######## design 1 ########
`src/rtl/ddr3_mig_pkg.sv`:
```
// ----------------------------------------------------------------------------
// ddr3_mig_pkg
// Shared definitions for the MIG-style user-port model: command opcodes,
// engine state encoding, FIFO entry layouts and data-FIFO sizing.
// ----------------------------------------------------------------------------
package ddr3_mig_pkg;

    // Command opcodes on cmd_instr. The PC (precharge) variants behave
    // exactly like their plain counterparts in this model.
    localparam logic [2:0] CMD_WRITE    = 3'b000;
    localparam logic [2:0] CMD_READ     = 3'b001;
    localparam logic [2:0] CMD_WRITE_PC = 3'b010;
    localparam logic [2:0] CMD_READ_PC  = 3'b011;
    localparam logic [2:0] CMD_REFRESH  = 3'b100;

    // Write-data and read-data FIFO depth.
    localparam int DATA_FIFO_DEPTH      = 64;
    localparam int DATA_FIFO_DEPTH_BITS = $clog2(DATA_FIFO_DEPTH);

    // FIFO entry widths.
    localparam int CMD_ENTRY_WIDTH = 37;
    localparam int WR_ENTRY_WIDTH  = 36;
    localparam int RD_ENTRY_WIDTH  = 32;

    typedef enum logic [2:0] {
        ST_IDLE       = 3'd0,
        ST_WRITE      = 3'd1,
        ST_READ       = 3'd2,
        ST_READ_DRAIN = 3'd3,
        ST_REFRESH    = 3'd4
    } engine_state_t;

    typedef struct packed {
        logic [2:0]  instr;
        logic [5:0]  bl;
        logic [27:0] word_addr;
    } cmd_entry_t;

    typedef struct packed {
        logic [3:0]  mask;
        logic [31:0] data;
    } wr_entry_t;

endpackage

```
`src/rtl/mig_port_fifo.sv`:
```
// ----------------------------------------------------------------------------
// mig_port_fifo
// Generic synchronous first-word-fall-through FIFO with exact registered
// occupancy and full/empty flags.
//
// Ports:
//   clk        in   clock
//   rst        in   synchronous active-high reset (flushes contents)
//   push       in   write strobe; ignored while full
//   push_data  in   WIDTH-bit entry to write
//   pop        in   advance head on next edge; ignored while empty
//   head       out  current head entry, valid whenever empty = 0
//   full       out  occupancy == 2^DEPTH_BITS
//   empty      out  occupancy == 0
//   count      out  occupancy 0 .. 2^DEPTH_BITS
// ----------------------------------------------------------------------------
module mig_port_fifo
    import ddr3_mig_pkg::*;
#(
    parameter int WIDTH      = 32,
    parameter int DEPTH_BITS = 6
) (
    input  logic                  clk,
    input  logic                  rst,
    input  logic                  push,
    input  logic [WIDTH-1:0]      push_data,
    input  logic                  pop,
    output logic [WIDTH-1:0]      head,
    output logic                  full,
    output logic                  empty,
    output logic [DEPTH_BITS:0]   count
);

    localparam int                    CNT_W      = DEPTH_BITS + 1;
    localparam logic [DEPTH_BITS:0]   FULL_COUNT = {1'b1, {DEPTH_BITS{1'b0}}};

    logic [WIDTH-1:0]      mem [2**DEPTH_BITS];
    logic [DEPTH_BITS-1:0] wr_ptr;
    logic [DEPTH_BITS-1:0] rd_ptr;
    logic [CNT_W-1:0]      count_d;
    logic                  do_push;
    logic                  do_pop;

    assign do_push = push && !full;
    assign do_pop  = pop && !empty;
    assign head    = mem[rd_ptr];

    // NOTE: storage arrays carry no reset; the pointers and count define
    // which entries are live, so a reset only needs to clear those.
    always_ff @(posedge clk) begin
        if (do_push) begin
            mem[wr_ptr] <= push_data;
        end
    end

    // NOTE: every variable assigned in a combinational block gets a default
    // first, so no path leaves it unassigned and no latch is inferred.
    always_comb begin
        count_d = count;
        if (do_push && !do_pop) begin
            count_d = count + CNT_W'(1);
        end else if (!do_push && do_pop) begin
            count_d = count - CNT_W'(1);
        end
    end

    // NOTE: state registers use non-blocking assignment so every flop
    // samples pre-edge values regardless of statement order.
    always_ff @(posedge clk) begin
        if (rst) begin
            wr_ptr <= '0;
            rd_ptr <= '0;
            count  <= '0;
            full   <= 1'b0;
            empty  <= 1'b1;
        end else begin
            if (do_push) begin
                wr_ptr <= wr_ptr + DEPTH_BITS'(1);
            end
            if (do_pop) begin
                rd_ptr <= rd_ptr + DEPTH_BITS'(1);
            end
            count <= count_d;
            full  <= (count_d == FULL_COUNT);
            empty <= (count_d == '0);
        end
    end

endmodule

```
`config.mk`:
```
export PLATFORM = sky130hd
export DESIGN_NAME = mig_port_fifo
export DESIGN_NICKNAME = d
export VERILOG_FILES = /design/src/rtl/ddr3_mig_pkg.sv /design/src/rtl/mig_port_fifo.sv
export SDC_FILE = /design/constraint.sdc
export NUM_CORES = 2
export LEC_CHECK = 0
export CORE_MARGIN = 2
export CORE_UTILIZATION = 60
export CTS_CLUSTER_DIAMETER = 120
export DETAILED_ROUTE_END_ITERATION = 12
export PLACE_DENSITY = 0.79
export SKIP_LAST_GASP = 1
export SYNTH_ARGS = -nofsm -noshare
export SYNTH_HDL_FRONTEND = slang
export SYNTH_SLANG_ARGS = --single-unit
```
`constraint.sdc`:
```
create_clock -name clk -period 5.3 [get_ports clk]
set_clock_uncertainty 0.2 [all_clocks]
set_input_delay 1.325 -clock clk [delete_from_list [all_inputs] [get_ports clk]]
set_output_delay 1.325 -clock clk [all_outputs]
set_load 0.1 [all_outputs]
```
######## design 2 ########
### src/rtl/vga_timing_gen.sv
// VGA raster timing: pixel strobe divider, h/v position counters and registered
// sync/blank/coordinate outputs plus start pulses and a sticky vblank interrupt.
module vga_timing_gen #(
    parameter int unsigned CLK_DIV   = 1,
    parameter int unsigned H_ACTIVE  = 640,
    parameter int unsigned H_FP      = 16,
    parameter int unsigned H_SYNC    = 96,
    parameter int unsigned H_BP      = 48,
    parameter int unsigned V_ACTIVE  = 480,
    parameter int unsigned V_FP      = 10,
    parameter int unsigned V_SYNC    = 2,
    parameter int unsigned V_BP      = 33,
    parameter bit          HSYNC_POL = 1'b0,
    parameter bit          VSYNC_POL = 1'b0
) (
    input  logic        clk,
    input  logic        rst_n,
    input  logic        enable,
    input  logic        irq_clr,
    output logic        pixel_clk_en,
    output logic        hsync,
    output logic        vsync,
    output logic        de,
    output logic [10:0] x,
    output logic [10:0] y,
    output logic        line_start,
    output logic        frame_start,
    output logic        vblank_irq
);

    localparam int unsigned H_TOTAL = H_ACTIVE + H_FP + H_SYNC + H_BP;
    localparam int unsigned V_TOTAL = V_ACTIVE + V_FP + V_SYNC + V_BP;
    localparam int unsigned DIV_W   = (CLK_DIV > 1) ? $clog2(CLK_DIV) : 1;

    localparam logic [DIV_W-1:0] DIV_LAST = DIV_W'(CLK_DIV - 1);
    localparam logic [10:0] H_LAST   = 11'(H_TOTAL - 1);
    localparam logic [10:0] V_LAST   = 11'(V_TOTAL - 1);
    localparam logic [10:0] H_ACT    = 11'(H_ACTIVE);
    localparam logic [10:0] V_ACT    = 11'(V_ACTIVE);
    localparam logic [10:0] HS_BEG   = 11'(H_ACTIVE + H_FP);
    localparam logic [10:0] HS_END   = 11'(H_ACTIVE + H_FP + H_SYNC);
    localparam logic [10:0] VS_BEG   = 11'(V_ACTIVE + V_FP);
    localparam logic [10:0] VS_END   = 11'(V_ACTIVE + V_FP + V_SYNC);

    logic [DIV_W-1:0] div_q, div_d;
    logic [10:0]      h_q, h_d, v_q, v_d;
    logic [10:0]      x_q, x_d, y_q, y_d;
    logic             pen_q, pen_d;
    logic             hs_q, hs_d, vs_q, vs_d, de_q, de_d;
    logic             ls_q, ls_d, fs_q, fs_d, irq_q, irq_d;
    logic             tick, h_wrap, irq_set;

    always_comb begin
        tick    = enable && pen_q;
        h_wrap  = (h_q == H_LAST);
        irq_set = 1'b0;

        div_d = '0;
        if (enable && (div_q != DIV_LAST)) begin
            div_d = div_q + 1'b1;
        end
        // Strobe is registered from the next divider value so it lines up with the tick cycle.
        pen_d = enable && (div_d == DIV_LAST);

        h_d  = h_q;
        v_d  = v_q;
        hs_d = hs_q;
        vs_d = vs_q;
        de_d = de_q;
        x_d  = x_q;
        y_d  = y_q;
        ls_d = 1'b0;
        fs_d = 1'b0;

        if (tick) begin
            h_d = h_wrap ? '0 : h_q + 11'd1;
            if (h_wrap) begin
                v_d     = (v_q == V_LAST) ? '0 : v_q + 11'd1;
                irq_set = (v_d == V_ACT);
            end
            de_d = (h_d < H_ACT) && (v_d < V_ACT);
            hs_d = ((h_d >= HS_BEG) && (h_d < HS_END)) ? HSYNC_POL : ~HSYNC_POL;
            vs_d = ((v_d >= VS_BEG) && (v_d < VS_END)) ? VSYNC_POL : ~VSYNC_POL;
            x_d  = de_d ? h_d : '0;
            y_d  = de_d ? v_d : '0;
            ls_d = (h_d == '0);
            fs_d = (h_d == '0) && (v_d == '0);
        end

        irq_d = irq_set || (irq_q && !irq_clr);
    end

    always_ff @(posedge clk) begin
        if (!rst_n) begin
            div_q <= '0;
            h_q   <= H_LAST;
            v_q   <= V_LAST;
            pen_q <= 1'b0;
            hs_q  <= ~HSYNC_POL;
            vs_q  <= ~VSYNC_POL;
            de_q  <= 1'b0;
            x_q   <= '0;
            y_q   <= '0;
            ls_q  <= 1'b0;
            fs_q  <= 1'b0;
            irq_q <= 1'b0;
        end else begin
            div_q <= div_d;
            h_q   <= h_d;
            v_q   <= v_d;
            pen_q <= pen_d;
            hs_q  <= hs_d;
            vs_q  <= vs_d;
            de_q  <= de_d;
            x_q   <= x_d;
            y_q   <= y_d;
            ls_q  <= ls_d;
            fs_q  <= fs_d;
            irq_q <= irq_d;
        end
    end

    assign pixel_clk_en = pen_q;
    assign hsync        = hs_q;
    assign vsync        = vs_q;
    assign de           = de_q;
    assign x            = x_q;
    assign y            = y_q;
    assign line_start   = ls_q;
    assign frame_start  = fs_q;
    assign vblank_irq   = irq_q;

endmodule

### config.mk
export PLATFORM = sky130hd
export DESIGN_NAME = vga_timing_gen
export DESIGN_NICKNAME = d
export VERILOG_FILES = /design/src/rtl/vga_timing_gen.sv
export SDC_FILE = /design/constraint.sdc
export NUM_CORES = 1
export LEC_CHECK = 0
export ABC_AREA = 0
export CORE_MARGIN = 3
export CORE_UTILIZATION = 50
export CTS_BUF_LIST = sky130_fd_sc_hd__clkbuf_4
export DETAILED_ROUTE_END_ITERATION = 16
export PLACE_DENSITY = 0.81
export SLEW_MARGIN = 30
export SYNTH_ARGS = -nofsm -noshare
export SYNTH_HDL_FRONTEND = slang
export SYNTH_SLANG_ARGS = --single-unit
### constraint.sdc
create_clock -name clk -period 5.9 [get_ports clk]
set_clock_uncertainty 0.2 [all_clocks]
set_input_delay 1.18 -clock clk [delete_from_list [all_inputs] [get_ports clk]]
set_output_delay 1.18 -clock clk [all_outputs]
set_load 0.01 [all_outputs]
######## design 3 ########
--- src/rtl/frame_capture_ctrl.sv ---
// Camera pixel capture into a ping-pong frame buffer: RGB565 -> grey in a 2-stage
// pipeline, BRAM write generation and bank handoff between writer and reader.
module frame_capture_ctrl #(
  parameter int WIDTH  = 320,
  parameter int HEIGHT = 240,
  parameter int ADDR_W = 18
) (
  input  logic              clk_in,
  input  logic              rst_in,
  input  logic [15:0]       pixel_in,
  input  logic [10:0]       hcount_in,
  input  logic [9:0]        vcount_in,
  input  logic              valid_in,
  input  logic              frame_done_in,
  input  logic              continuous_in,
  input  logic              capture_req_in,
  input  logic              rd_release_in,
  output logic [ADDR_W-1:0] wr_addr_out,
  output logic [7:0]        wr_data_out,
  output logic              wr_en_out,
  output logic              rd_bank_out,
  output logic              frame_ready_out,
  output logic              busy_out,
  output logic [7:0]        drop_count_out
);

  localparam int          STAGES = 2;
  localparam int          LIN_W  = ADDR_W - 1;
  localparam logic [10:0] H_LIM  = 11'(WIDTH);
  localparam logic [9:0]  V_LIM  = 10'(HEIGHT);

  typedef enum logic [2:0] {IDLE, WAIT_SOF, CAPTURE, DRAIN1, DRAIN2, HANDOFF} state_t;

  typedef struct packed {
    logic [9:0]        sum;
    logic [ADDR_W-1:0] addr;
  } s1_t;

  state_t            state, state_nxt;
  logic              capture, handoff, busy;
  logic              wr_bank, rd_bank, frame_ready, has_frame;
  logic [7:0]        drop_cnt;
  logic [STAGES-1:0] vld_pipe;
  s1_t               s1;
  logic              vld_in;
  logic [9:0]        sum_nxt, grey_full;
  logic [LIN_W-1:0]  lin_nxt;

  // FSM state register
  always_ff @(posedge clk_in or negedge rst_in) begin
    if (!rst_in) state <= IDLE;
    else         state <= state_nxt;
  end

  // FSM next state; the two drain cycles let the last pixel's write land before handoff
  always_comb begin
    state_nxt = state;
    case (state)
      IDLE:     if (capture_req_in || continuous_in) state_nxt = WAIT_SOF;
      WAIT_SOF: if (frame_done_in) state_nxt = CAPTURE;
      CAPTURE:  if (frame_done_in) state_nxt = DRAIN1;
      DRAIN1:   state_nxt = DRAIN2;
      DRAIN2:   state_nxt = HANDOFF;
      HANDOFF:  state_nxt = continuous_in ? CAPTURE : IDLE;
      default:  state_nxt = IDLE;
    endcase
  end

  // FSM outputs
  always_comb begin
    capture = (state == CAPTURE);
    handoff = (state == HANDOFF);
    busy    = (state == WAIT_SOF) || (state == CAPTURE);
  end

  // Stage 1: weighted channel sum and linear address
  assign vld_in  = valid_in && capture && (hcount_in < H_LIM) && (vcount_in < V_LIM);
  assign sum_nxt = {2'b0, pixel_in[15:11], 3'b0} + {2'b0, pixel_in[10:5], 2'b0}
                 + {2'b0, pixel_in[4:0], 3'b0};
  assign lin_nxt = LIN_W'(hcount_in) + LIN_W'(WIDTH) * LIN_W'(vcount_in);
  assign grey_full = (s1.sum >> 2) + (s1.sum >> 4) + (s1.sum >> 6);

  always_ff @(posedge clk_in or negedge rst_in) begin
    if (!rst_in) begin
      vld_pipe    <= '0;
      s1          <= '0;
      wr_addr_out <= '0;
      wr_data_out <= '0;
    end else begin
      vld_pipe <= {vld_pipe[STAGES-2:0], vld_in};
      if (vld_in)
        s1 <= '{sum: sum_nxt, addr: {wr_bank, lin_nxt}};
      if (vld_pipe[0]) begin
        wr_addr_out <= s1.addr;
        wr_data_out <= grey_full[7:0];
      end
    end
  end

  assign wr_en_out = vld_pipe[STAGES-1];

  // Bank ownership; a release in the handoff cycle is honoured before the swap decision
  always_ff @(posedge clk_in or negedge rst_in) begin
    if (!rst_in) begin
      wr_bank     <= 1'b0;
      rd_bank     <= 1'b1;
      frame_ready <= 1'b0;
      has_frame   <= 1'b0;
      drop_cnt    <= '0;
    end else if (handoff) begin
      if (!frame_ready || rd_release_in) begin
        rd_bank     <= wr_bank;
        wr_bank     <= ~wr_bank;
        frame_ready <= 1'b1;
        has_frame   <= 1'b1;
      end else if (drop_cnt != 8'hFF) begin
        drop_cnt <= drop_cnt + 8'd1;
      end
    end else if (rd_release_in) begin
      frame_ready <= 1'b0;
    end
  end

  // Read bank reads as 0 until a first frame has been handed over
  assign rd_bank_out     = rd_bank & has_frame;
  assign frame_ready_out = frame_ready;
  assign busy_out        = busy;
  assign drop_count_out  = drop_cnt;

endmodule

--- config.mk ---
export PLATFORM = sky130hd
export DESIGN_NAME = frame_capture_ctrl
export DESIGN_NICKNAME = d
export VERILOG_FILES = /design/src/rtl/frame_capture_ctrl.sv
export SDC_FILE = /design/constraint.sdc
export NUM_CORES = 1
export LEC_CHECK = 0
export CORE_AREA = 3 3 94 96
export DETAILED_ROUTE_END_ITERATION = 8
export DIE_AREA = 0 0 97 99
export PLACE_DENSITY_LB_ADDON = 0.3
export SETUP_SLACK_MARGIN = 0.1
export SYNTH_ARGS = -nofsm -noshare
export SYNTH_HDL_FRONTEND = slang
export SYNTH_SLANG_ARGS = --single-unit
--- constraint.sdc ---
create_clock -name clk_in -period 3.1 [get_ports clk_in]
set_input_delay 0.775 -clock clk_in [delete_from_list [all_inputs] [get_ports clk_in]]
set_output_delay 0.775 -clock clk_in [all_outputs]
set_load 0.02 [all_outputs]
######## design 4 ########
File: config.mk
export PLATFORM = sky130hd
export DESIGN_NAME = led_scanner_flat
export DESIGN_NICKNAME = d
export VERILOG_FILES = /design/src/rtl/led_scanner_pkg.sv /design/src/rtl/led_scanner_if.sv /design/src/rtl/tick_prescaler.sv /design/src/rtl/led_scanner.sv /design/src/flat_wrapper.sv
export SDC_FILE = /design/constraint.sdc
export NUM_CORES = 1
export LEC_CHECK = 0
export CAP_MARGIN = 5
export CELL_PAD_IN_SITES_DETAIL_PLACEMENT = 0
export CELL_PAD_IN_SITES_GLOBAL_PLACEMENT = 2
export CORE_ASPECT_RATIO = 1.25
export CORE_MARGIN = 10
export CORE_UTILIZATION = 33
export DETAILED_ROUTE_END_ITERATION = 6
export GPL_TIMING_DRIVEN = 0
export PLACE_DENSITY = 0.91
export SLEW_MARGIN = 25
export SYNTH_ARGS = -nofsm -noshare
export SYNTH_HDL_FRONTEND = slang
export SYNTH_SLANG_ARGS = --single-unit
File: constraint.sdc
create_clock -name clk -period 2.75 [get_ports clk]
set_input_delay 0.275 -clock clk [delete_from_list [all_inputs] [get_ports clk]]
set_output_delay 0.275 -clock clk [all_outputs]
set_load 0.1 [all_outputs]
File: src/rtl/led_scanner_pkg.sv
// Shared encodings for the LED scanner family: run modes, scan direction,
// head FSM states and the position-width helper.
package led_scanner_pkg;

    typedef enum logic [1:0] {
        MODE_BOUNCE = 2'b00,
        MODE_WRAP_R = 2'b01,
        MODE_WRAP_L = 2'b10,
        MODE_HOLD   = 2'b11
    } mode_e;

    localparam logic DIR_RIGHT = 1'b0;
    localparam logic DIR_LEFT  = 1'b1;

    typedef enum logic {
        HS_RUN   = 1'b0,
        HS_DWELL = 1'b1
    } head_state_e;

    function automatic int POS_W(input int width);
        return (width <= 2) ? 1 : $clog2(width);
    endfunction

endpackage

File: src/rtl/led_scanner_if.sv
// Control and LED-drive bundle between a register block / switch bank and
// the scanner.
interface led_scanner_if #(
    parameter int WIDTH = 16,
    parameter int CNT_W = 26
);
    import led_scanner_pkg::*;

    localparam int PW = POS_W(WIDTH);

    // en/mode/period are level controls sampled every cycle; there is no
    // back-pressure. tick is high for exactly the cycle in which led, pos, dir
    // and state first show a new value, and low in every other cycle.
    logic             en;
    logic [1:0]       mode;
    logic [CNT_W-1:0] period;
    logic [WIDTH-1:0] led;
    logic [PW-1:0]    pos;
    logic             dir;
    logic             tick;
    head_state_e      state;

    modport master (output en, mode, period, input led, pos, dir, tick, state);
    modport slave  (input en, mode, period, output led, pos, dir, tick, state);

endinterface

File: src/rtl/tick_prescaler.sv
// Programmable strobe generator: with en held high, stb fires once every
// period+1 cycles.
module tick_prescaler #(
    parameter int CNT_W = 26
) (
    input  logic             clk,
    input  logic             rst,
    input  logic             en,
    input  logic [CNT_W-1:0] period,
    output logic             stb
);

    localparam logic [CNT_W-1:0] CNT_ONE = CNT_W'(1);

    logic [CNT_W-1:0] cnt;

    // ">=" lets a period lowered below the running count fire immediately
    assign stb = en && (cnt >= period);

    always_ff @(posedge clk) begin
        if (rst) begin
            cnt <= '0;
        end else if (stb) begin
            cnt <= '0;
        end else if (en) begin
            cnt <= cnt + CNT_ONE;
        end
    end

endmodule

File: src/rtl/led_scanner.sv
// Parametrised LED scanner: moves a lit head with optional fading tail across
// WIDTH LEDs in bounce, wrap or hold modes at a programmable tick rate.
module led_scanner
    import led_scanner_pkg::*;
#(
    parameter int WIDTH     = 16,
    parameter int CNT_W     = 26,
    parameter int TAIL      = 0,
    parameter int END_DWELL = 0
) (
    input  logic          clk,
    input  logic          rst,
    led_scanner_if.slave  io
);

    localparam int              PW         = POS_W(WIDTH);
    localparam logic [PW-1:0]   POS_MAX    = PW'(WIDTH - 1);
    localparam logic [PW-1:0]   POS_ONE    = PW'(1);
    localparam logic [3:0]      DWELL_INIT = 4'(END_DWELL);
    localparam logic [WIDTH-1:0] LED_ONE   = WIDTH'(1);

    function automatic logic [WIDTH-1:0] onehot(input logic [PW-1:0] p);
        return LED_ONE << p;
    endfunction

    logic              stb;
    logic [PW-1:0]     pos_q, pos_n, moved;
    logic              dir_q, dir_n, eff_dir;
    logic [3:0]        dwell_q, dwell_n;
    logic [WIDTH-1:0]  led_q, tail_n;
    logic              tick_q;
    head_state_e       state_q;

    tick_prescaler #(.CNT_W(CNT_W)) u_prescaler (
        .clk    (clk),
        .rst    (rst),
        .en     (io.en),
        .period (io.period),
        .stb    (stb)
    );

    // Next head position/direction; only committed on stb.
    always_comb begin
        pos_n   = pos_q;
        dir_n   = dir_q;
        dwell_n = dwell_q;
        // At an end the head always moves inward, which also repairs an
        // outward dir left behind by a wrap mode.
        eff_dir = dir_q;
        if (pos_q == '0) begin
            eff_dir = DIR_LEFT;
        end else if (pos_q == POS_MAX) begin
            eff_dir = DIR_RIGHT;
        end
        moved = (eff_dir == DIR_LEFT) ? pos_q + POS_ONE : pos_q - POS_ONE;

        case (mode_e'(io.mode))
            MODE_BOUNCE: begin
                if (dwell_q != 4'd0) begin
                    dwell_n = dwell_q - 4'd1;
                end else begin
                    pos_n = moved;
                    dir_n = eff_dir;
                    if (moved == '0 || moved == POS_MAX) begin
                        dir_n   = ~eff_dir;
                        dwell_n = DWELL_INIT;
                    end
                end
            end
            MODE_WRAP_R: begin
                dir_n   = DIR_RIGHT;
                pos_n   = (pos_q == '0) ? POS_MAX : pos_q - POS_ONE;
                dwell_n = 4'd0;
            end
            MODE_WRAP_L: begin
                dir_n   = DIR_LEFT;
                pos_n   = (pos_q == POS_MAX) ? '0 : pos_q + POS_ONE;
                dwell_n = 4'd0;
            end
            default: begin
                dwell_n = 4'd0;
            end
        endcase
    end

    // The oldest trail position is only ever needed in led itself, so just
    // TAIL-1 positions are stored; the outgoing head is the newest entry.
    if (TAIL == 0) begin : g_no_tail
        assign tail_n = '0;
    end else if (TAIL == 1) begin : g_tail1
        assign tail_n = onehot(pos_q);
    end else begin : g_tail
        logic [PW-1:0] hist [TAIL-1];

        always_comb begin
            tail_n = onehot(pos_q);
            for (int i = 0; i < TAIL - 1; i++) begin
                tail_n = tail_n | onehot(hist[i]);
            end
        end

        always_ff @(posedge clk) begin
            if (rst) begin
                for (int i = 0; i < TAIL - 1; i++) begin
                    hist[i] <= POS_MAX;
                end
            end else if (stb) begin
                hist[0] <= pos_q;
                for (int i = 1; i < TAIL - 1; i++) begin
                    hist[i] <= hist[i-1];
                end
            end
        end
    end

    always_ff @(posedge clk) begin
        if (rst) begin
            pos_q   <= POS_MAX;
            dir_q   <= DIR_RIGHT;
            dwell_q <= 4'd0;
            led_q   <= onehot(POS_MAX);
            tick_q  <= 1'b0;
            state_q <= HS_RUN;
        end else begin
            tick_q <= stb;
            if (stb) begin
                pos_q   <= pos_n;
                dir_q   <= dir_n;
                dwell_q <= dwell_n;
                led_q   <= onehot(pos_n) | tail_n;
                state_q <= (dwell_n != 4'd0) ? HS_DWELL : HS_RUN;
            end
        end
    end

    assign io.led   = led_q;
    assign io.pos   = pos_q;
    assign io.dir   = dir_q;
    assign io.tick  = tick_q;
    assign io.state = state_q;

endmodule

File: src/flat_wrapper.sv
// flat-port wrapper written by rule: the top's interface ports become plain ports
module led_scanner_flat import led_scanner_pkg::*;
#(
    parameter int WIDTH     = 16,
    parameter int CNT_W     = 26,
    parameter int TAIL      = 0,
    parameter int END_DWELL = 0
)
  (clk, rst, io_en, io_mode, io_period, io_led, io_pos, io_dir, io_tick, io_state);
  led_scanner_if #(.WIDTH(WIDTH), .CNT_W(CNT_W)) io_i ();
  input  logic clk;
  input  logic rst;
  input wire logic [$bits(io_i.en)-1:0] io_en;
  input wire logic [$bits(io_i.mode)-1:0] io_mode;
  input wire logic [$bits(io_i.period)-1:0] io_period;
  output wire logic [$bits(io_i.led)-1:0] io_led;
  output wire logic [$bits(io_i.pos)-1:0] io_pos;
  output wire logic [$bits(io_i.dir)-1:0] io_dir;
  output wire logic [$bits(io_i.tick)-1:0] io_tick;
  output wire logic [$bits(io_i.state)-1:0] io_state;
  assign io_i.en = io_en;
  assign io_i.mode = io_mode;
  assign io_i.period = io_period;
  assign io_led = io_i.led;
  assign io_pos = io_i.pos;
  assign io_dir = io_i.dir;
  assign io_tick = io_i.tick;
  assign io_state = io_i.state;
  led_scanner #(.WIDTH(WIDTH), .CNT_W(CNT_W), .TAIL(TAIL), .END_DWELL(END_DWELL)) u_core (.clk(clk), .rst(rst), .io(io_i));
endmodule
design_2/layer_met1.png
Drawn at 4 px/um. Supply wires on this layer in grey.
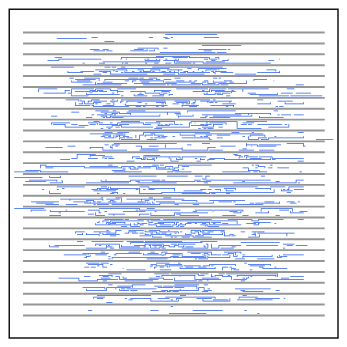
wire length on this layer: 3,140 um
longest straight run: 22.1 um
M1 GR Usage: 30.7%
Via Count: 2,589
Total Wirelength: 6590 um

design_2/layer_met2.png
Drawn at 3 px/um.
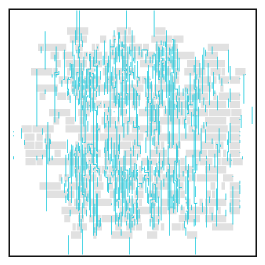
share of all routed wire: 44%
nets with wire on the layer: 297
global routing usage on met2: 31.3%

==> flow_summary_export.csv, design 2 <==
group,metric,value,unit
outcome,status,"finished clean",
floorplan,core.rowCount,26,
routing,drtAntennaViolNets,0,
grt,grt_max_degree,31,
place,dp.final_hpwl,4720,um
logic_synthesis,synth_warnings,0,
run,tool_warnings,27,
final_timing,hold_viol_final,0,
final_timing,rsz0062_at_grt,"no",
logic_synthesis,ys_ff,51,
floorplan,dieArea,6690,sq um
layout,ff_latch_area,1020,sq um
pwr,p_leak,1.19,nW
clock_tree,cts_setup_buffers,0,
pwr,vdd_drop_max,0.0995,mV
pwr,totalPowerFinal,0.694,mW
logic_synthesis,area_leaders,"dfxtp_1 (36%), nand2_1 (7.3%), o31ai_2 (5.2%)",
grt,gr-usage-met3,4.61,%
clock_tree,clockRootBuffer,"clkbuf_4",
layout,lay_top_count,"nand2_1",
pwr,p_switching,0.239,mW
logic_synthesis,synth_xor_xnor_area_share,4.27,%
worst_setup_path,cp_slowest_cell,"clkdlybuf4s50_1",
clock_tree,htree_num_levels,2,
layout,dominant_cells,"logic gates",
logic_synthesis,ys_seq_share,35.5,%
pwr,p_comb,0.166,mW
logic_synthesis,avgSynthCellArea,8.30,sq um
routing,first_pass_iters,5,
grt,antenna_found_initial,0,
layout,seq_share,31.8,%
layout,clk_share,1.79,%
layout,diodes,0,
[design 2: worst min-delay path: stages, from the launching register on]
cell and delay (ns):
dfxtp_1 0.34, nand2_1 0.05, o21ai_1 0.05
[design 2: sequential cells by signal (all words and copies together) (netlist names), 11 cells and up]
| name | flops |
|---|---|
| h_q | 11 |
| v_q | 11 |
| x | 11 |
| y | 11 |
[design 2: path summary, 6_finish.rpt]
kind | from | to | depth (start not counted)
setup / recovery | enable | y[0] | 6
hold / removal | x[3] | x[3] | 2
setup reg to reg | h_q[0] | x[7] | 7
hold reg to reg | x[3] | x[3] | 2
[design 2: metal layers]
layer	vias to the layer above	share of wire (%)
met3	10	6.9
met4	0	1.0
li1	1275	-
met5	-	0
met2	107	44
met1	1197	48
[design 2: synthesized netlist by cell type, types with 9 or more instances]
master and instances:
clkbuf_1 10, and2_1 10, nand3_1 21, nor4_1 9
nor2_1 14, nor3_1 9, o21ai_0 11, buf_2 13
nand2_1 56, dfxtp_1 51, o21ai_1 9, and3_1 11
o31ai_2 12
design_4/io_placement.png
Drawn at 3 px/um. Pins as bars across the die edge, other pins in grey.
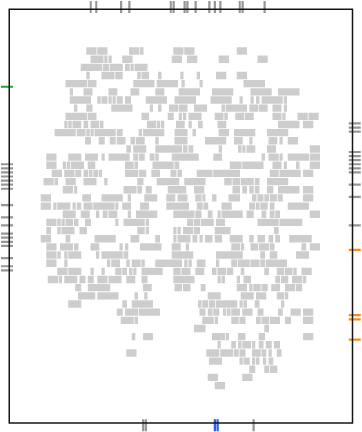
legend:
  blue:
    port: io_mode
    pins: 2
    direction: input
    edge: south
  green:
    port: clk
    pins: 1
    direction: input
    edge: west
  orange:
    port: io_pos
    pins: 4
    direction: output
    edge: east
all pins by edge: 18 west, 16 east, 15 north, 5 south

==> flow_summary_export.csv, design 4 <==
group,metric,value,unit
place,gp_congestion,0.867,
logic_synthesis,avgSynthCellArea,8.33,sq um
floorplan,die_h,137,um
grt,grt_max_degree,17,
worst_hold_path,min_from,"io_en",
worst_hold_path,min_to,"u_core.u_prescaler.cnt[1]",
outcome,status,"finished clean",
pwr,vdd_drop_max,0.309,mV
final_timing,worst_pin_slew,1.00,ns
clock_tree,cts_made_buffers,5,
worst_setup_path,max_stage_delay,0.64,ns
routing,routed-wl-met3,416,um
place,placed_area,4320,sq um
layout,layoutNonFillerInstCount,629,
logic_synthesis,ys_top_cells_by_count,"dfxtp_1 (53), inv_1 (52), nor2_1 (43)",
logic_synthesis,syn_nets,502,
layout,layout_top_cells,"inv_1 (52), clkdlybuf4s50_1 (51), dfxtp_1 (51), nor2_1 (43), ha_1 (34)",
design 4: critical path: cells and delay by family:
kind | cells | cell delay, ns
fa+ha+maj | 1 | 0.28
buf+inv | 3 | 0.63
compound gates | 4 | 0.75
simple gates | 2 | 0.83
design 4: final cells by class:
| type | count | area (sq um) |
|---|---|---|
| Tap cell | 132 | 165 |
| Clock inverter | 2 | 13.8 |
| Timing Repair Buffer | 53 | 526 |
| Multi-Input combinational cell | 314 | 2290 |
| Sequential cell | 53 | 1060 |
| Inverter | 52 | 195 |
| Fill cell | 1108 | 6180 |
| Buffer | 17 | 97.6 |
| Clock buffer | 6 | 129 |
design 4: kinds of logic after synthesis:
group	synth area share (%)
simple gates	20.1
compound gates	24.7
buf+inv	8.08
flops	29.1
fa+ha+maj	11.7
xor+xnor	6.01
mux	0.275
design 4: sequential cells by signal (all words and copies together), names as in the netlist:
signal / count
u_core.io.state: 1
u_core.io.tick: 1
u_core.io.led: 16
u_core.u_prescaler.cnt: 26
u_core.io.dir: 1
u_core.dwell_q: 4
u_core.io.pos: 4
design 4: power breakdown:
group          total (mW)  switching (mW)  internal (mW)
Clock               0.627           0.287          0.340
Combinational       0.165          0.0844         0.0805
Sequential          0.774         0.00424          0.770
design_1/layer_met1.png
Drawn at 1 px/um. Supply wires on this layer in grey.
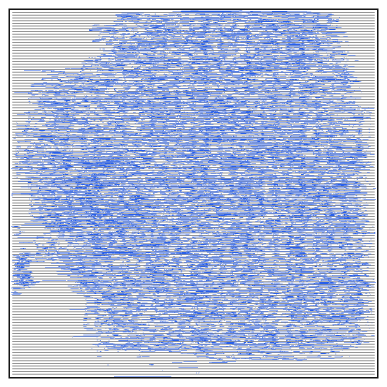
nets with wire on the layer: 3,722
main direction: horizontal
share of all routed wire: 32%

design_1/layer_met2.png
Drawn at 1 px/um.
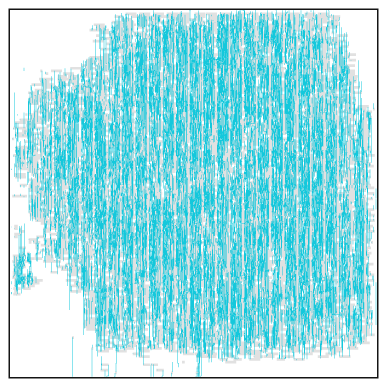
wire length on this layer: 107 mm
share of all routed wire: 48%
main direction: vertical
longest straight run: 85.7 um

==> flow_summary_export.csv, design 1 <==
group,metric,value,unit
layout,comb-cell-share,18.3,%
layout,top_regs,"mem: 2048 flops, count: 7 flops",
logic_synthesis,area_leaders,"edfxtp_1 (78%), mux4_2 (14%), dfxtp_1 (0.68%)",
grt,antenna_found_initial,11,
place,io_buffers,76,
logic_synthesis,synth.distinct_cells,50,
layout,seq_cells,2075,
layout,clk_share,6.73,%
outcome,status,"finished, violations left",
grt,grt_overflow,0,
floorplan,core.rowCount,133,
routing,num_vias,41700,
layout,finalNetCount,3851,
floorplan,die_h,367,um
final_timing,setup_ws,-0.0167,ns
routing,vias_per_cell,7.28,
floorplan,dieArea,135000,sq um
worst_setup_path,r2r-end,"mem[44][9]",
final_timing,finalClockPeriodUsage,100,%
final_timing,slew-limit-headroom,7.77,%
final_timing,setup_viol,1,
logic_synthesis,ys_seq_share,78.5,%
worst_setup_path,worst-path-buf-inv,1,
routing,drc,0,
logic_synthesis,synthArstFlopShare,0,%
clock_tree,clk_path_buf_depth,3,
outcome,violations,"negative setup slack",
clock_tree,cts_hold_buf,0,
clock_tree,worstSkewPairLatency,0.81,ns
final_timing,hold_viol_final,0,
floorplan,core,131000,sq um
layout,fillers,7511,
grt,grt_pass1_wl,307000,um
grt,track_usage,32.4,%
-- design 1: how the worst max path moves through the flow --
stage	to	from	cells past startpoint
after floorplan	head[31]	flop	6
after global routing	head[1]	flop	9
after CTS	head[1]	flop	6
final	head[3]	flop	6
after global placement	head[1]	flop	6
after detailed placement	head[29]	flop	8
-- design 1: power breakdown --
part / switching (mW) / internal, mW / total (mW) / leakage (nW)
clock network: 6.17 / 7.39 / 13.6 / 2.97
logic: 2.34 / 1.74 / 4.08 / 5.73
registers: 0.0619 / 18.1 / 18.2 / 18.6
total: 8.57 / 27.2 / 35.8 / 27.3
-- design 1: routing by layer --
metal	global-route usage [%]	part of all wire, %	vias up
li1	-	-	15600
met1	43.1	32	21400
met2	50.9	48	4045
met3	8.70	14	683
met4	15.0	5.5	10
met5	0	0.034	-
-- design 1: kinds of logic (layout without fill, tap and decap cells) --
group	Yosys count	count (layout)	share of synthesized area, %
flip-flops	2075	2075	78.5
adder cells (fa/ha/maj)	4	4	0.0633
AND/OR/NAND/NOR	413	413	2.57
XOR/XNOR	10	10	0.111
multiplexers	554	554	15.0
other	0	4	0
buffers and inverters	202	652	1.38
AND-OR/OR-AND	261	261	2.41
design_3/layer_met2.png
Drawn at 3 px/um.
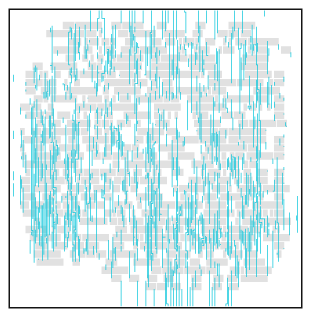
nets with wire on the layer: 524
main direction: vertical

==> flow_summary_export.csv, design 3 <==
group,metric,value,unit
logic_synthesis,syn_nets,460,
worst_setup_path,cp-end-kind,"flop",
floorplan,n_tap_cell,105,
worst_hold_path,hp-class,"flop to flop",
logic_synthesis,edf_count,0,
logic_synthesis,ys_top_logic_family,"adder cells",
worst_setup_path,rr_startpoint,"s1[25]",
worst_setup_path,rr_worst_depth,10,
grt,grt_pass1_vias,3185,
place,io_buffers,81,
worst_setup_path,startpoint,"vcount_in[5]",
outcome,status,"finished clean",
layout,fillers,630,
layout,comb-cell-share,40.5,%
pwr,p_comb,1.02,mW
grt,grt_overflow,0,
run,tool_warnings,27,
routing,wirelength_met1,3510,um
clock_tree,clk_path_buf_depth,2,
final_timing,setup_viol,0,
final_timing,hold_viol_final,0,
[design 3: cell usage in the layout, fill, tap and decap left out, types with 4 or more instances in the layout]
master / netlist / final
nand4_1: 4 / 4
mux2_2: 25 / 25
nand2_1: 52 / 52
inv_1: 28 / 28
a21o_1: 7 / 7
fa_1: 13 / 12
a21oi_1: 9 / 9
clkdlybuf4s50_1: 0 / 72
buf_2: 0 / 4
xor2_1: 14 / 14
ha_1: 33 / 24
nor2b_1: 7 / 7
o21ai_0: 29 / 28
clkbuf_8: 0 / 10
dfrtp_1: 68 / 68
nor3_1: 4 / 4
nor2_1: 11 / 11
buf_4: 0 / 41
ha_4: 0 / 9
xnor2_1: 10 / 10
[design 3: through the flow]
step | total power [mW] | TNS (ns) | cells | cell area, sq um | hold WS [ns]
after floorplan | 1.76 | 0 | 370 | 4030 | 0.352
after global placement | 2.12 | -2.17 | 587 | 5250 | 0.445
after detailed placement | 2.17 | -2.49 | 587 | 5250 | 0.457
after CTS | 3.01 | 0 | 605 | 5510 | 0.476
after global routing | 3.21 | 0 | 605 | 5550 | 0.509
final | 2.99 | 0 | 605 | 5550 | 0.473

######## design 5 ########
design_5/placement.png
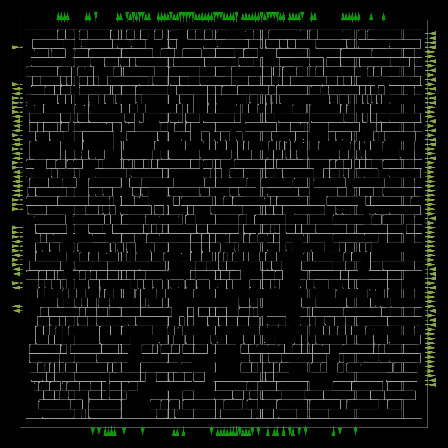

**src/rtl/dual_issue_ctrl.sv**
```systemverilog
// Dual-issue controller: pairs, splits or bubbles decoded instructions
// and registers the two lane bundles plus the extend-unit feed.
module dual_issue_ctrl #(
   parameter int DESC_W = 42,
   parameter int REG_W  = 4
) (
   input  logic              i_CLK,
   input  logic              i_RST,
   input  logic              i_Valid1,
   input  logic              i_Valid2,
   input  logic [DESC_W-1:0] i_Inst1,
   input  logic [DESC_W-1:0] i_Inst2,
   input  logic              i_ExStall,
   input  logic              i_Flush,
   output logic              o_Ready,
   output logic              o_IssV1,
   output logic              o_IssV2,
   output logic [DESC_W-1:0] o_Iss1,
   output logic [DESC_W-1:0] o_Iss2,
   output logic [1:0]        o_ImmSrc1D,
   output logic [1:0]        o_ImmSrc2D,
   output logic [23:0]       o_Extend24_1,
   output logic [23:0]       o_Extend24_2
);

   typedef enum logic {S_RUN, S_HOLD} state_t;

   function automatic logic [REG_W-1:0] f_rd(
      input logic [DESC_W-1:0] d);
      return d[36:33];
   endfunction

   function automatic logic f_reads(
      input logic [DESC_W-1:0] d,
      input logic [REG_W-1:0]  r);
      return (d[32:29] == r) | (d[24] & (d[28:25] == r));
   endfunction

   function automatic logic f_hits(
      input logic [DESC_W-1:0] d,
      input logic              v0,
      input logic [REG_W-1:0]  r0,
      input logic              v1,
      input logic [REG_W-1:0]  r1);
      return (v0 & f_reads(d, r0)) | (v1 & f_reads(d, r1));
   endfunction

   state_t              state_q, state_d;
   logic [DESC_W-1:0]   hold_q, hold_d;
   logic                issv1_q, issv1_d;
   logic                issv2_q, issv2_d;
   logic [DESC_W-1:0]   iss1_q, iss1_d;
   logic [DESC_W-1:0]   iss2_q, iss2_d;
   logic                ldv0_q, ldv0_d;
   logic                ldv1_q, ldv1_d;
   logic [REG_W-1:0]    ldrd0_q, ldrd0_d;
   logic [REG_W-1:0]    ldrd1_q, ldrd1_d;
   logic                bubble;
   logic                split;
   logic                issue;

   // Load-use hazard against the instructions that would issue next.
   always_comb begin
      bubble = 1'b0;
      if (state_q == S_HOLD) begin
         bubble = f_hits(hold_q, ldv0_q, ldrd0_q, ldv1_q, ldrd1_q);
      end else begin
         bubble = (i_Valid1 &
                   f_hits(i_Inst1, ldv0_q, ldrd0_q, ldv1_q, ldrd1_q)) |
                  (i_Valid2 &
                   f_hits(i_Inst2, ldv0_q, ldrd0_q, ldv1_q, ldrd1_q));
      end
   end

   // Pair must be split: branch, shared memory port, RAW or WAW.
   always_comb begin
      split = i_Inst1[41] |
              (i_Inst1[40] & i_Inst2[40]) |
              (i_Inst1[39] & f_reads(i_Inst2, f_rd(i_Inst1))) |
              (i_Inst1[39] & i_Inst2[39] &
               (f_rd(i_Inst1) == f_rd(i_Inst2)));
   end

   assign o_Ready = (state_q == S_RUN) & ~i_ExStall &
                    ~i_Flush & ~bubble;

   // Next state, lane bundles, hold register and load tracker.
   always_comb begin
      state_d = state_q;
      hold_d  = hold_q;
      issv1_d = issv1_q;
      issv2_d = issv2_q;
      iss1_d  = iss1_q;
      iss2_d  = iss2_q;
      ldv0_d  = ldv0_q;
      ldv1_d  = ldv1_q;
      ldrd0_d = ldrd0_q;
      ldrd1_d = ldrd1_q;
      issue   = 1'b0;
      if (i_Flush) begin
         issv1_d = 1'b0;
         issv2_d = 1'b0;
         hold_d  = '0;
         state_d = S_RUN;
      end else if (!i_ExStall) begin
         if (bubble) begin
            issv1_d = 1'b0;
            issv2_d = 1'b0;
         end else if (state_q == S_HOLD) begin
            issue   = 1'b1;
            issv1_d = 1'b1;
            issv2_d = 1'b0;
            iss1_d  = hold_q;
            state_d = S_RUN;
         end else if (i_Valid1 && i_Valid2) begin
            issue   = 1'b1;
            issv1_d = 1'b1;
            iss1_d  = i_Inst1;
            if (split) begin
               issv2_d = 1'b0;
               hold_d  = i_Inst2;
               state_d = S_HOLD;
            end else begin
               issv2_d = 1'b1;
               iss2_d  = i_Inst2;
            end
         end else if (i_Valid1 || i_Valid2) begin
            issue   = 1'b1;
            issv1_d = 1'b1;
            issv2_d = 1'b0;
            iss1_d  = i_Valid1 ? i_Inst1 : i_Inst2;
         end else begin
            issv1_d = 1'b0;
            issv2_d = 1'b0;
         end
      end
      if (i_Flush || !i_ExStall) begin
         ldv0_d  = issue & issv1_d & iss1_d[40] & iss1_d[39];
         ldv1_d  = issue & issv2_d & iss2_d[40] & iss2_d[39];
         ldrd0_d = f_rd(iss1_d);
         ldrd1_d = f_rd(iss2_d);
      end
   end

   // State and lane registers.
   always_ff @(posedge i_CLK or posedge i_RST) begin
      if (i_RST) begin
         state_q <= S_RUN;
         hold_q  <= '0;
         issv1_q <= 1'b0;
         issv2_q <= 1'b0;
         iss1_q  <= '0;
         iss2_q  <= '0;
         ldv0_q  <= 1'b0;
         ldv1_q  <= 1'b0;
         ldrd0_q <= '0;
         ldrd1_q <= '0;
      end else begin
         state_q <= state_d;
         hold_q  <= hold_d;
         issv1_q <= issv1_d;
         issv2_q <= issv2_d;
         iss1_q  <= iss1_d;
         iss2_q  <= iss2_d;
         ldv0_q  <= ldv0_d;
         ldv1_q  <= ldv1_d;
         ldrd0_q <= ldrd0_d;
         ldrd1_q <= ldrd1_d;
      end
   end

   assign o_IssV1      = issv1_q;
   assign o_IssV2      = issv2_q;
   assign o_Iss1       = iss1_q;
   assign o_Iss2       = iss2_q;
   assign o_ImmSrc1D   = issv1_q ? iss1_q[38:37] : 2'b11;
   assign o_ImmSrc2D   = issv2_q ? iss2_q[38:37] : 2'b11;
   assign o_Extend24_1 = issv1_q ? iss1_q[23:0] : 24'd0;
   assign o_Extend24_2 = issv2_q ? iss2_q[23:0] : 24'd0;

endmodule

```
**config.mk**
```make
export PLATFORM = sky130hd
export DESIGN_NAME = dual_issue_ctrl
export DESIGN_NICKNAME = d
export VERILOG_FILES = /design/src/rtl/dual_issue_ctrl.sv
export SDC_FILE = /design/constraint.sdc
export NUM_CORES = 1
export LEC_CHECK = 0
export CORE_MARGIN = 1.5
export CORE_UTILIZATION = 58
export DETAILED_ROUTE_END_ITERATION = 10
export DONT_BUFFER_PORTS = 1
export PLACE_DENSITY_LB_ADDON = 0.08
export SYNTH_ARGS = -nofsm -noshare
export SYNTH_HDL_FRONTEND = slang
export SYNTH_SLANG_ARGS = --single-unit
export TNS_END_PERCENT = 50
```
**constraint.sdc**
```tcl
create_clock -name i_CLK -period 4.9 [get_ports i_CLK]
set_clock_uncertainty 0.05 [all_clocks]
set_input_delay 0.98 -clock i_CLK [delete_from_list [all_inputs] [get_ports i_CLK]]
set_output_delay 0.98 -clock i_CLK [all_outputs]
set_load 0.03 [all_outputs]
```
######## design 6 ########
File: src/rtl/alu_control_sequencer.sv
// -----------------------------------------------------------------------------
// alu_control_sequencer
//
// Hardwired control unit for the single-bus datapath. It runs instruction
// fetch in T0-T2, decodes the IR, and then runs the execute states T3-T6 for
// register-to-register ALU, MUL/DIV, NEG/NOT, NOP and HALT instructions.
//
// Every strobe is a register. Each cycle the block works out the next state
// and the strobe pattern that goes with it, and it loads both on the same
// edge. As a result the outputs are a pure function of the state register,
// they are valid for the whole cycle, and the datapath acts on them at the
// following posedge.
//
// The instruction fields (op, ra, rb, rc) are captured on the edge that
// enters T3. From that point the execute states use the captured copy, so
// the ir input only has to hold the new instruction on that edge.
//
// Ports
//   clock        system clock; all state changes on posedge
//   clear        synchronous, active-low reset (forces IDLE, all strobes 0)
//   run          start / continue request, sampled in IDLE and at the last
//                execute state of an instruction
//   mem_ready    memory data valid this cycle; a low value stalls T1
//   ir           instruction: [31:27] op, [26:23] ra, [22:19] rb, [18:15] rc
//   PCout, ZLOout, ZHIout, MDRout          bus drivers
//   PCin, MARin, MDRin, IRin, Yin,
//   Zlowin, Zhighin, HIin, LOin            register loads
//   read         memory read strobe
//   IncPC        ALU PC+1 select
//   Rout / Rin   one-hot general register bus drive / load (NREG wide)
//   operation    ALU operation select (OPW wide)
//   done         one-cycle pulse in the last execute state
//   illegal      one-cycle pulse in T3 for an undefined opcode
//   halted       level, high while in HALTED
// -----------------------------------------------------------------------------
module alu_control_sequencer #(
  parameter int NREG = 16,
  parameter int OPW  = 5
) (
  input  logic            clock,
  input  logic            clear,
  input  logic            run,
  input  logic            mem_ready,
  input  logic [31:0]     ir,
  output logic            PCout,
  output logic            ZLOout,
  output logic            ZHIout,
  output logic            MDRout,
  output logic            PCin,
  output logic            MARin,
  output logic            MDRin,
  output logic            IRin,
  output logic            Yin,
  output logic            Zlowin,
  output logic            Zhighin,
  output logic            HIin,
  output logic            LOin,
  output logic            read,
  output logic            IncPC,
  output logic [NREG-1:0] Rout,
  output logic [NREG-1:0] Rin,
  output logic [OPW-1:0]  operation,
  output logic            done,
  output logic            illegal,
  output logic            halted
);

  typedef enum logic [3:0] {
    S_IDLE, S_T0, S_T1, S_T2, S_T3, S_T4, S_T5, S_T6, S_HALTED
  } state_t;

  // The instruction class decides the shape of the execute sequence.
  typedef enum logic [2:0] {
    C_ALU, C_MULDIV, C_UNARY, C_NOP, C_HALT, C_ILLEGAL
  } class_t;

  state_t     state_reg, state_next;
  class_t     cls_reg, cls_next;
  logic [4:0] op_reg, op_next;
  logic [3:0] ra_reg, ra_next;
  logic [3:0] rb_reg, rb_next;
  logic [3:0] rc_reg, rc_next;

  logic            pc_out_next, zlo_out_next, zhi_out_next, mdr_out_next;
  logic            pc_in_next, mar_in_next, mdr_in_next, ir_in_next, y_in_next;
  logic            zlow_in_next, zhigh_in_next, hi_in_next, lo_in_next;
  logic            read_next, inc_pc_next;
  logic [NREG-1:0] rout_next, rin_next;
  logic [OPW-1:0]  operation_next;
  logic            done_next, illegal_next, halted_next;

  // The low instruction bits carry no control information.
  logic unused_ir_bits;
  assign unused_ir_bits = ^ir[14:0];

  function automatic class_t classify(input logic [4:0] op);
    case (op)
      5'b00011, 5'b00100, 5'b00101, 5'b00110, 5'b00111,
      5'b01000, 5'b01001, 5'b01010, 5'b01011: classify = C_ALU;
      5'b01111, 5'b10000:                     classify = C_MULDIV;
      5'b10001, 5'b10010:                     classify = C_UNARY;
      5'b11010:                               classify = C_NOP;
      5'b11011:                               classify = C_HALT;
      default:                                classify = C_ILLEGAL;
    endcase
  endfunction

  // One-hot register select. An index beyond the register file decodes to
  // all-zero, so it neither drives the bus nor writes a register.
  function automatic logic [NREG-1:0] reg_sel(input logic [3:0] idx);
    logic [NREG-1:0] v;
    v = '0;
    for (int i = 0; i < NREG; i++) begin
      if (int'(idx) == i) v[i] = 1'b1;
    end
    return v;
  endfunction

  // Next-state logic and field capture.
  always_comb begin
    state_next = state_reg;
    cls_next   = cls_reg;
    op_next    = op_reg;
    ra_next    = ra_reg;
    rb_next    = rb_reg;
    rc_next    = rc_reg;
    case (state_reg)
      S_IDLE: if (run) state_next = S_T0;
      S_T0:   state_next = S_T1;
      S_T1:   if (mem_ready) state_next = S_T2;
      S_T2: begin
        // IR holds the new instruction from here on; latch what execute needs.
        state_next = S_T3;
        op_next    = ir[31:27];
        ra_next    = ir[26:23];
        rb_next    = ir[22:19];
        rc_next    = ir[18:15];
        cls_next   = classify(ir[31:27]);
      end
      S_T3: begin
        case (cls_reg)
          C_ALU, C_MULDIV, C_UNARY: state_next = S_T4;
          C_HALT:                   state_next = S_HALTED;
          default:                  state_next = run ? S_T0 : S_IDLE;
        endcase
      end
      S_T4:     state_next = S_T5;
      S_T5: begin
        if (cls_reg == C_MULDIV) state_next = S_T6;
        else                     state_next = run ? S_T0 : S_IDLE;
      end
      S_T6:     state_next = run ? S_T0 : S_IDLE;
      S_HALTED: state_next = S_HALTED;
      default:  state_next = S_IDLE;
    endcase
  end

  // Strobe pattern for the state being entered. It is registered together
  // with that state, so the outputs follow the state register exactly.
  always_comb begin
    pc_out_next    = 1'b0;
    zlo_out_next   = 1'b0;
    zhi_out_next   = 1'b0;
    mdr_out_next   = 1'b0;
    pc_in_next     = 1'b0;
    mar_in_next    = 1'b0;
    mdr_in_next    = 1'b0;
    ir_in_next     = 1'b0;
    y_in_next      = 1'b0;
    zlow_in_next   = 1'b0;
    zhigh_in_next  = 1'b0;
    hi_in_next     = 1'b0;
    lo_in_next     = 1'b0;
    read_next      = 1'b0;
    inc_pc_next    = 1'b0;
    rout_next      = '0;
    rin_next       = '0;
    operation_next = '0;
    done_next      = 1'b0;
    illegal_next   = 1'b0;
    halted_next    = 1'b0;
    case (state_next)
      S_T0: begin
        pc_out_next  = 1'b1;
        mar_in_next  = 1'b1;
        inc_pc_next  = 1'b1;
        zlow_in_next = 1'b1;
      end
      S_T1: begin
        zlo_out_next = 1'b1;
        read_next    = 1'b1;
        mdr_in_next  = 1'b1;
        // Load PC only on the first T1 cycle, so that a memory stall
        // advances PC only once.
        pc_in_next   = (state_reg == S_T0);
      end
      S_T2: begin
        mdr_out_next = 1'b1;
        ir_in_next   = 1'b1;
      end
      S_T3: begin
        case (cls_next)
          C_ALU: begin
            rout_next = reg_sel(rb_next);
            y_in_next = 1'b1;
          end
          C_MULDIV: begin
            rout_next = reg_sel(ra_next);
            y_in_next = 1'b1;
          end
          C_UNARY: ; // single-operand ops need no Y operand
          C_NOP, C_HALT: done_next = 1'b1;
          default: begin
            illegal_next = 1'b1;
            done_next    = 1'b1;
          end
        endcase
      end
      S_T4: begin
        operation_next = OPW'(op_next);
        zlow_in_next   = 1'b1;
        case (cls_next)
          C_ALU:    rout_next = reg_sel(rc_next);
          C_MULDIV: begin
            rout_next     = reg_sel(rb_next);
            zhigh_in_next = 1'b1;
          end
          default:  rout_next = reg_sel(rb_next);
        endcase
      end
      S_T5: begin
        operation_next = OPW'(op_next);
        zlo_out_next   = 1'b1;
        if (cls_next == C_MULDIV) begin
          lo_in_next = 1'b1;
        end else begin
          rin_next  = reg_sel(ra_next);
          done_next = 1'b1;
        end
      end
      S_T6: begin
        operation_next = OPW'(op_next);
        zhi_out_next   = 1'b1;
        hi_in_next     = 1'b1;
        done_next      = 1'b1;
      end
      S_HALTED: halted_next = 1'b1;
      default: ;
    endcase
  end

  always_ff @(posedge clock) begin
    if (!clear) begin
      state_reg <= S_IDLE;
      cls_reg   <= C_NOP;
      op_reg    <= '0;
      ra_reg    <= '0;
      rb_reg    <= '0;
      rc_reg    <= '0;
      PCout     <= 1'b0;
      ZLOout    <= 1'b0;
      ZHIout    <= 1'b0;
      MDRout    <= 1'b0;
      PCin      <= 1'b0;
      MARin     <= 1'b0;
      MDRin     <= 1'b0;
      IRin      <= 1'b0;
      Yin       <= 1'b0;
      Zlowin    <= 1'b0;
      Zhighin   <= 1'b0;
      HIin      <= 1'b0;
      LOin      <= 1'b0;
      read      <= 1'b0;
      IncPC     <= 1'b0;
      Rout      <= '0;
      Rin       <= '0;
      operation <= '0;
      done      <= 1'b0;
      illegal   <= 1'b0;
      halted    <= 1'b0;
    end else begin
      state_reg <= state_next;
      cls_reg   <= cls_next;
      op_reg    <= op_next;
      ra_reg    <= ra_next;
      rb_reg    <= rb_next;
      rc_reg    <= rc_next;
      PCout     <= pc_out_next;
      ZLOout    <= zlo_out_next;
      ZHIout    <= zhi_out_next;
      MDRout    <= mdr_out_next;
      PCin      <= pc_in_next;
      MARin     <= mar_in_next;
      MDRin     <= mdr_in_next;
      IRin      <= ir_in_next;
      Yin       <= y_in_next;
      Zlowin    <= zlow_in_next;
      Zhighin   <= zhigh_in_next;
      HIin      <= hi_in_next;
      LOin      <= lo_in_next;
      read      <= read_next;
      IncPC     <= inc_pc_next;
      Rout      <= rout_next;
      Rin       <= rin_next;
      operation <= operation_next;
      done      <= done_next;
      illegal   <= illegal_next;
      halted    <= halted_next;
    end
  end

endmodule

File: config.mk
export PLATFORM = sky130hd
export DESIGN_NAME = alu_control_sequencer
export DESIGN_NICKNAME = d
export VERILOG_FILES = /design/src/rtl/alu_control_sequencer.sv
export SDC_FILE = /design/constraint.sdc
export NUM_CORES = 1
export LEC_CHECK = 0
export ABC_AREA = 1
export CAP_MARGIN = 30
export CORE_ASPECT_RATIO = 1.25
export CORE_MARGIN = 3
export CORE_UTILIZATION = 45
export CTS_CLUSTER_DIAMETER = 150
export CTS_CLUSTER_SIZE = 28
export DETAILED_ROUTE_END_ITERATION = 12
export HOLD_SLACK_MARGIN = 0.05
export PLACE_DENSITY = 0.76
export SYNTH_ARGS = -nofsm -noshare
export SYNTH_HDL_FRONTEND = slang
export SYNTH_SLANG_ARGS = --single-unit
File: constraint.sdc
create_clock -name clock -period 1.55 [get_ports clock]
set_input_delay 0.155 -clock clock [delete_from_list [all_inputs] [get_ports clock]]
set_output_delay 0.155 -clock clock [all_outputs]
set_load 0.005 [all_outputs]
design_6/layer_met1.png
Drawn at 3 px/um. Supply wires on this layer in grey.
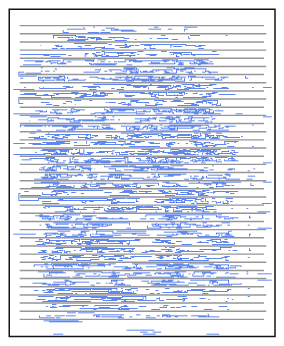
share of all routed wire: 35%
wire length on this layer: 5,020 um
main direction: horizontal
nets with wire on the layer: 686

design_6/layer_met3.png
Drawn at 3 px/um.
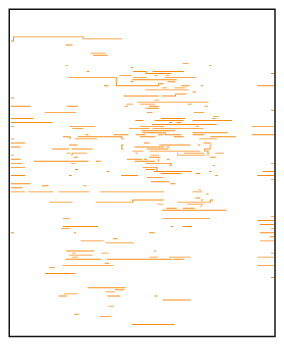
main direction: horizontal
nets with wire on the layer: 135
Via Count: 4,622
met3 Usage GRT: 5.95%

==> flow_summary_export.csv, design 6 <==
group,metric,value,unit
final_timing,slew-limit-headroom,53.9,%
place,dp.final_hpwl,7610,um
grt,antenna_found_initial,0,
worst_setup_path,critical_path_class,"flop to flop",
pwr,internal-power,3.23,mW
final_timing,setup_viol,41,
pwr,clkPwrFrac,36.0,%
outcome,status,"finished, violations left",
clock_tree,clk_path_buf_depth,2,
logic_synthesis,synth_warnings,0,
worst_setup_path,crit_top_cell,"nand2_1",
worst_hold_path,min_to,"op_reg[0]",
outcome,violations,"negative setup slack",
routing,vias_per_cell,5.71,
grt,grt_busiest_layer,"met2",
routing,wirelength,14400,um
final_timing,worst_pin_slew,0.690,ns
logic_synthesis,top_cell,"nand2_1",
final_timing,setup_ws,-0.395,ns
layout,finalNetCount,748,
clock_tree,cts_hold_buf,0,
layout,layout_top_cells,"nand2_1 (116), clkdlybuf4s50_1 (73), buf_4 (73), dfxtp_1 (70), nor2_1 (60)",
logic_synthesis,edf_count,0,
-- design 6: kinds of logic after synthesis --
group | Yosys count | share of synthesized area (%)
AND/OR/NAND/NOR | 364 | 43.7
multiplexers | 1 | 0.264
adder cells (fa/ha/maj) | 2 | 0.661
buffers and inverters | 79 | 10.7
AND-OR/OR-AND | 35 | 5.62
flip-flops | 74 | 39.1
-- design 6: what timing repair did --
action | 4_1_cts | 5_1_grt
setup buffers | 14 | 10
gates resized | 77 | 106
setup endpoints to repair | 46 | 48
gates cloned | 3 | 3
pin swaps | 20 | 31
-- design 6: metrics by stage --
step | setup TNS [ns] | util (%) | instances | worst slack, ns | hold WS [ns]
final | -10.05 | 79.4 | 810 | -0.395 | 0.390
after global routing | -12.51 | 79.4 | 810 | -0.459 | 0.410
after CTS | -6.11 | 72.4 | 797 | -0.204 | 0.384
after detailed placement | -22.97 | 63.3 | 764 | -0.644 | 0.481
after global placement | -20.35 | 63.3 | 764 | -0.569 | 0.461
after floorplan | 0 | - | 555 | 0.00903 | 0.240
design_5/layer_met2.png
Drawn at 2 px/um.
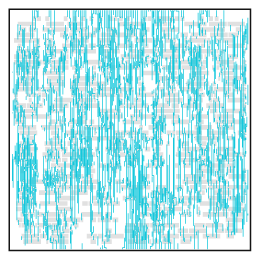
share of all routed wire: 48%
wire length on this layer: 11,100 um
longest straight run: 51.7 um
global routing usage on met2: 52.1%
Via Count: 6,286
Total Wirelength: 22,900 um

## Picture notes: design_5/placement.png
tap cell count: 176
FILL cells: 1,091

==> flow_summary_export.csv, design 5 <==
group,metric,value,unit
floorplan,chipWidth,120,um
grt,grt_pass1_vias,6333,
pwr,power.density,420,nW/um^2
layout,ff_latch_area,3480,sq um
floorplan,fp_util,59.6,%
layout,clk_share,6.49,%
worst_setup_path,r2r-end,"o_Iss2[13]",
logic_synthesis,ys_top_cells_by_count,"dfrtp_1 (139), nand2_1 (71), a21oi_1 (69)",
logic_synthesis,yosysChipArea,7920,sq um
routing,drc,0,
layout,logic_gate_count,567,
worst_setup_path,crit_end,"o_Ready",
routing,first_iter_violations,550,
logic_synthesis,mux_share,13.1,%
worst_setup_path,crit_path_cell_trace,"xor2_1 > nor4_1 > or4_4 > a21o_1 > or3_1 > nor2_1",
pwr,p_leak,3.54,nW
final_timing,min_period,4.31,ns
worst_hold_path,min_to,"hold_q[10]",
final_timing,worst_pin_slew,1.11,ns
grt,grt_pass1_wl,36100,um
grt,grt_busiest_layer,"met2",
layout,finalNetCount,842,
worst_setup_path,rr_worst_depth,7,
layout,comb-cell-share,47.8,%
logic_synthesis,ys_sh_aoi,17.3,%
floorplan,die_h,120,um
layout,areaGrowthSynthToFinish,5.89,%
outcome,status,"finished clean",
run,maxCapViolCount,0,
logic_synthesis,syn_inst,811,
grt,grt_max_degree,107,
place,gp_congestion,0.834,
floorplan,core,13300,sq um
grt,use_met1,43.6,%
worst_setup_path,worst-path-buf-inv,0,
design 5: power by group:
group | total (mW) | leakage, nW | internal (mW) | switching, mW
registers | 1.83 | 1.79 | 1.32 | 0.509
logic | 0.495 | 1.49 | 0.246 | 0.249
clock network | 1.20 | 0.257 | 0.729 | 0.476
design 5: through the flow:
stage	cell area, sq um	hold WS, ns	instances	power (mW)	util, %
after floorplan	7920	0.463	811	2.24	-
after global placement	7850	0.466	909	2.32	59.0
after detailed placement	7850	0.472	909	2.34	59.0
after CTS	8390	0.481	938	3.54	63.1
after global routing	8390	0.497	938	3.65	63.1
final	8390	0.483	938	3.53	63.1
design 5: layout by cell type (no fill, tap or decap), types with 18 or more instances in the layout:
cell and n:
nand4_1 44, o31ai_1 47, a21oi_1 69, inv_1 18
mux2_2 52, a22oi_1 25, and2_1 48, o21ai_0 43
mux2_4 21, xor2_1 34, nand2_1 71, dfrtp_1 138
design 5: worst register-to-register path, cell delays in order (launching register included):
cell	delay, ns
dfrtp_1	0.63
xor2_1	0.20
nor4_1	0.08
or4_4	0.55
a21o_1	0.36
nor4_4	0.68
buf_4	0.36
mux2_2	0.37

==> screenshots <==
M4 wires.
Drawn at 3 px/um. Supply wires on this layer in grey.
shot_01.png
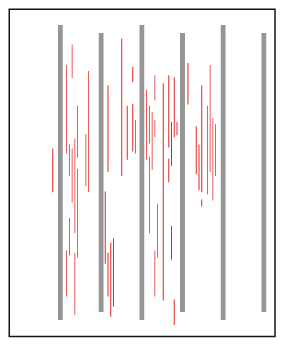
shot_02.png
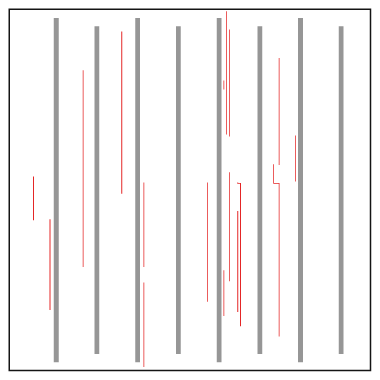
- shot_02.png = design 5
- shot_01.png = design 6
The one with the largest die is shot_02.png.



==> screenshots <==
Cell outlines without signal wires.
picture 1
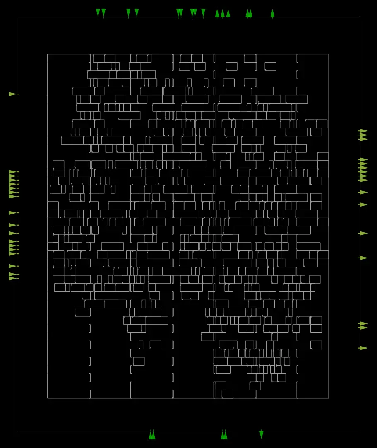
picture 2
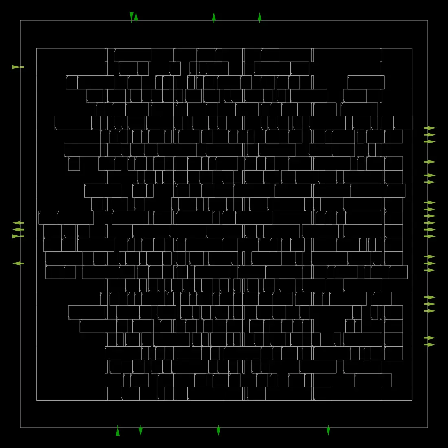
picture 3
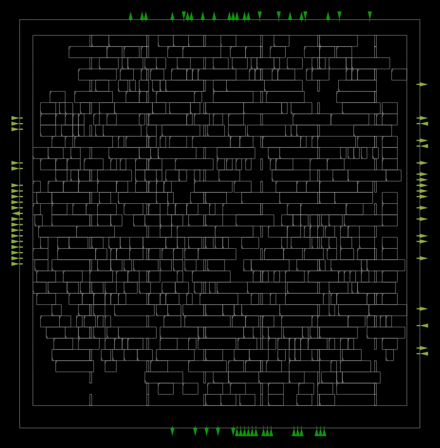
picture 4
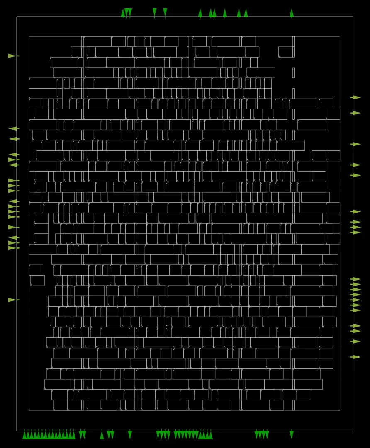
picture 5
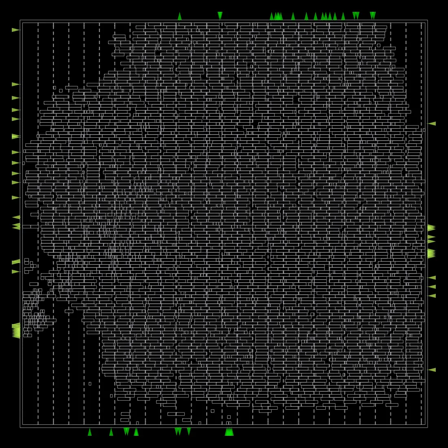
| picture | from |
|---|---|
| picture 3 | design 3 |
| picture 4 | design 6 |
| picture 2 | design 2 |
| picture 5 | design 1 |
| picture 1 | design 4 |
The one with the fewest cells is picture 2.
The one with the lowest utilization is picture 1.


==> screenshots <==
The metal 3 layer.
panel A
Drawn at 1 px/um.
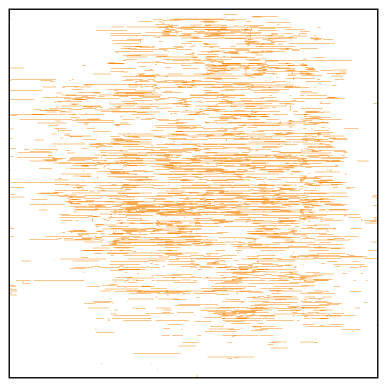
panel B
Drawn at 3 px/um.
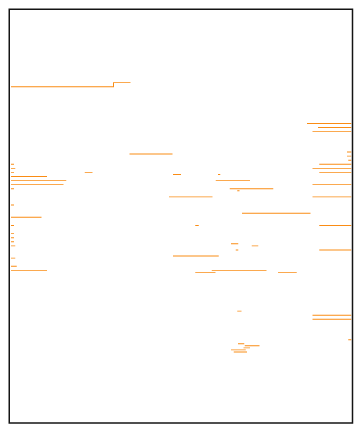
panel C
Drawn at 3 px/um.
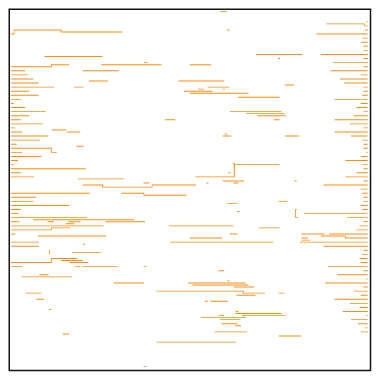
panel D
Drawn at 4 px/um.
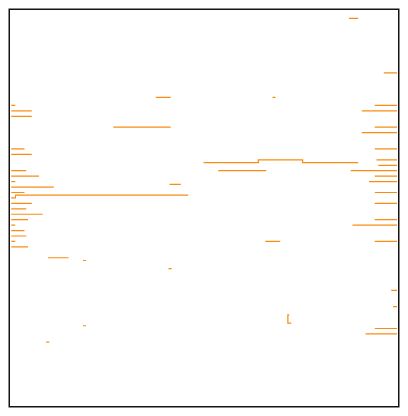
panel E
Drawn at 4 px/um.
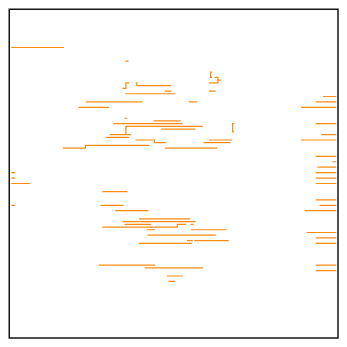
Of these, smallest die: panel E
Of these, largest die: panel A
| picture | from |
|---|---|
| panel E | design 2 |
| panel C | design 5 |
| panel D | design 3 |
| panel A | design 1 |
| panel B | design 4 |

No activity file was given, so power comes from the tool's default toggle rates.
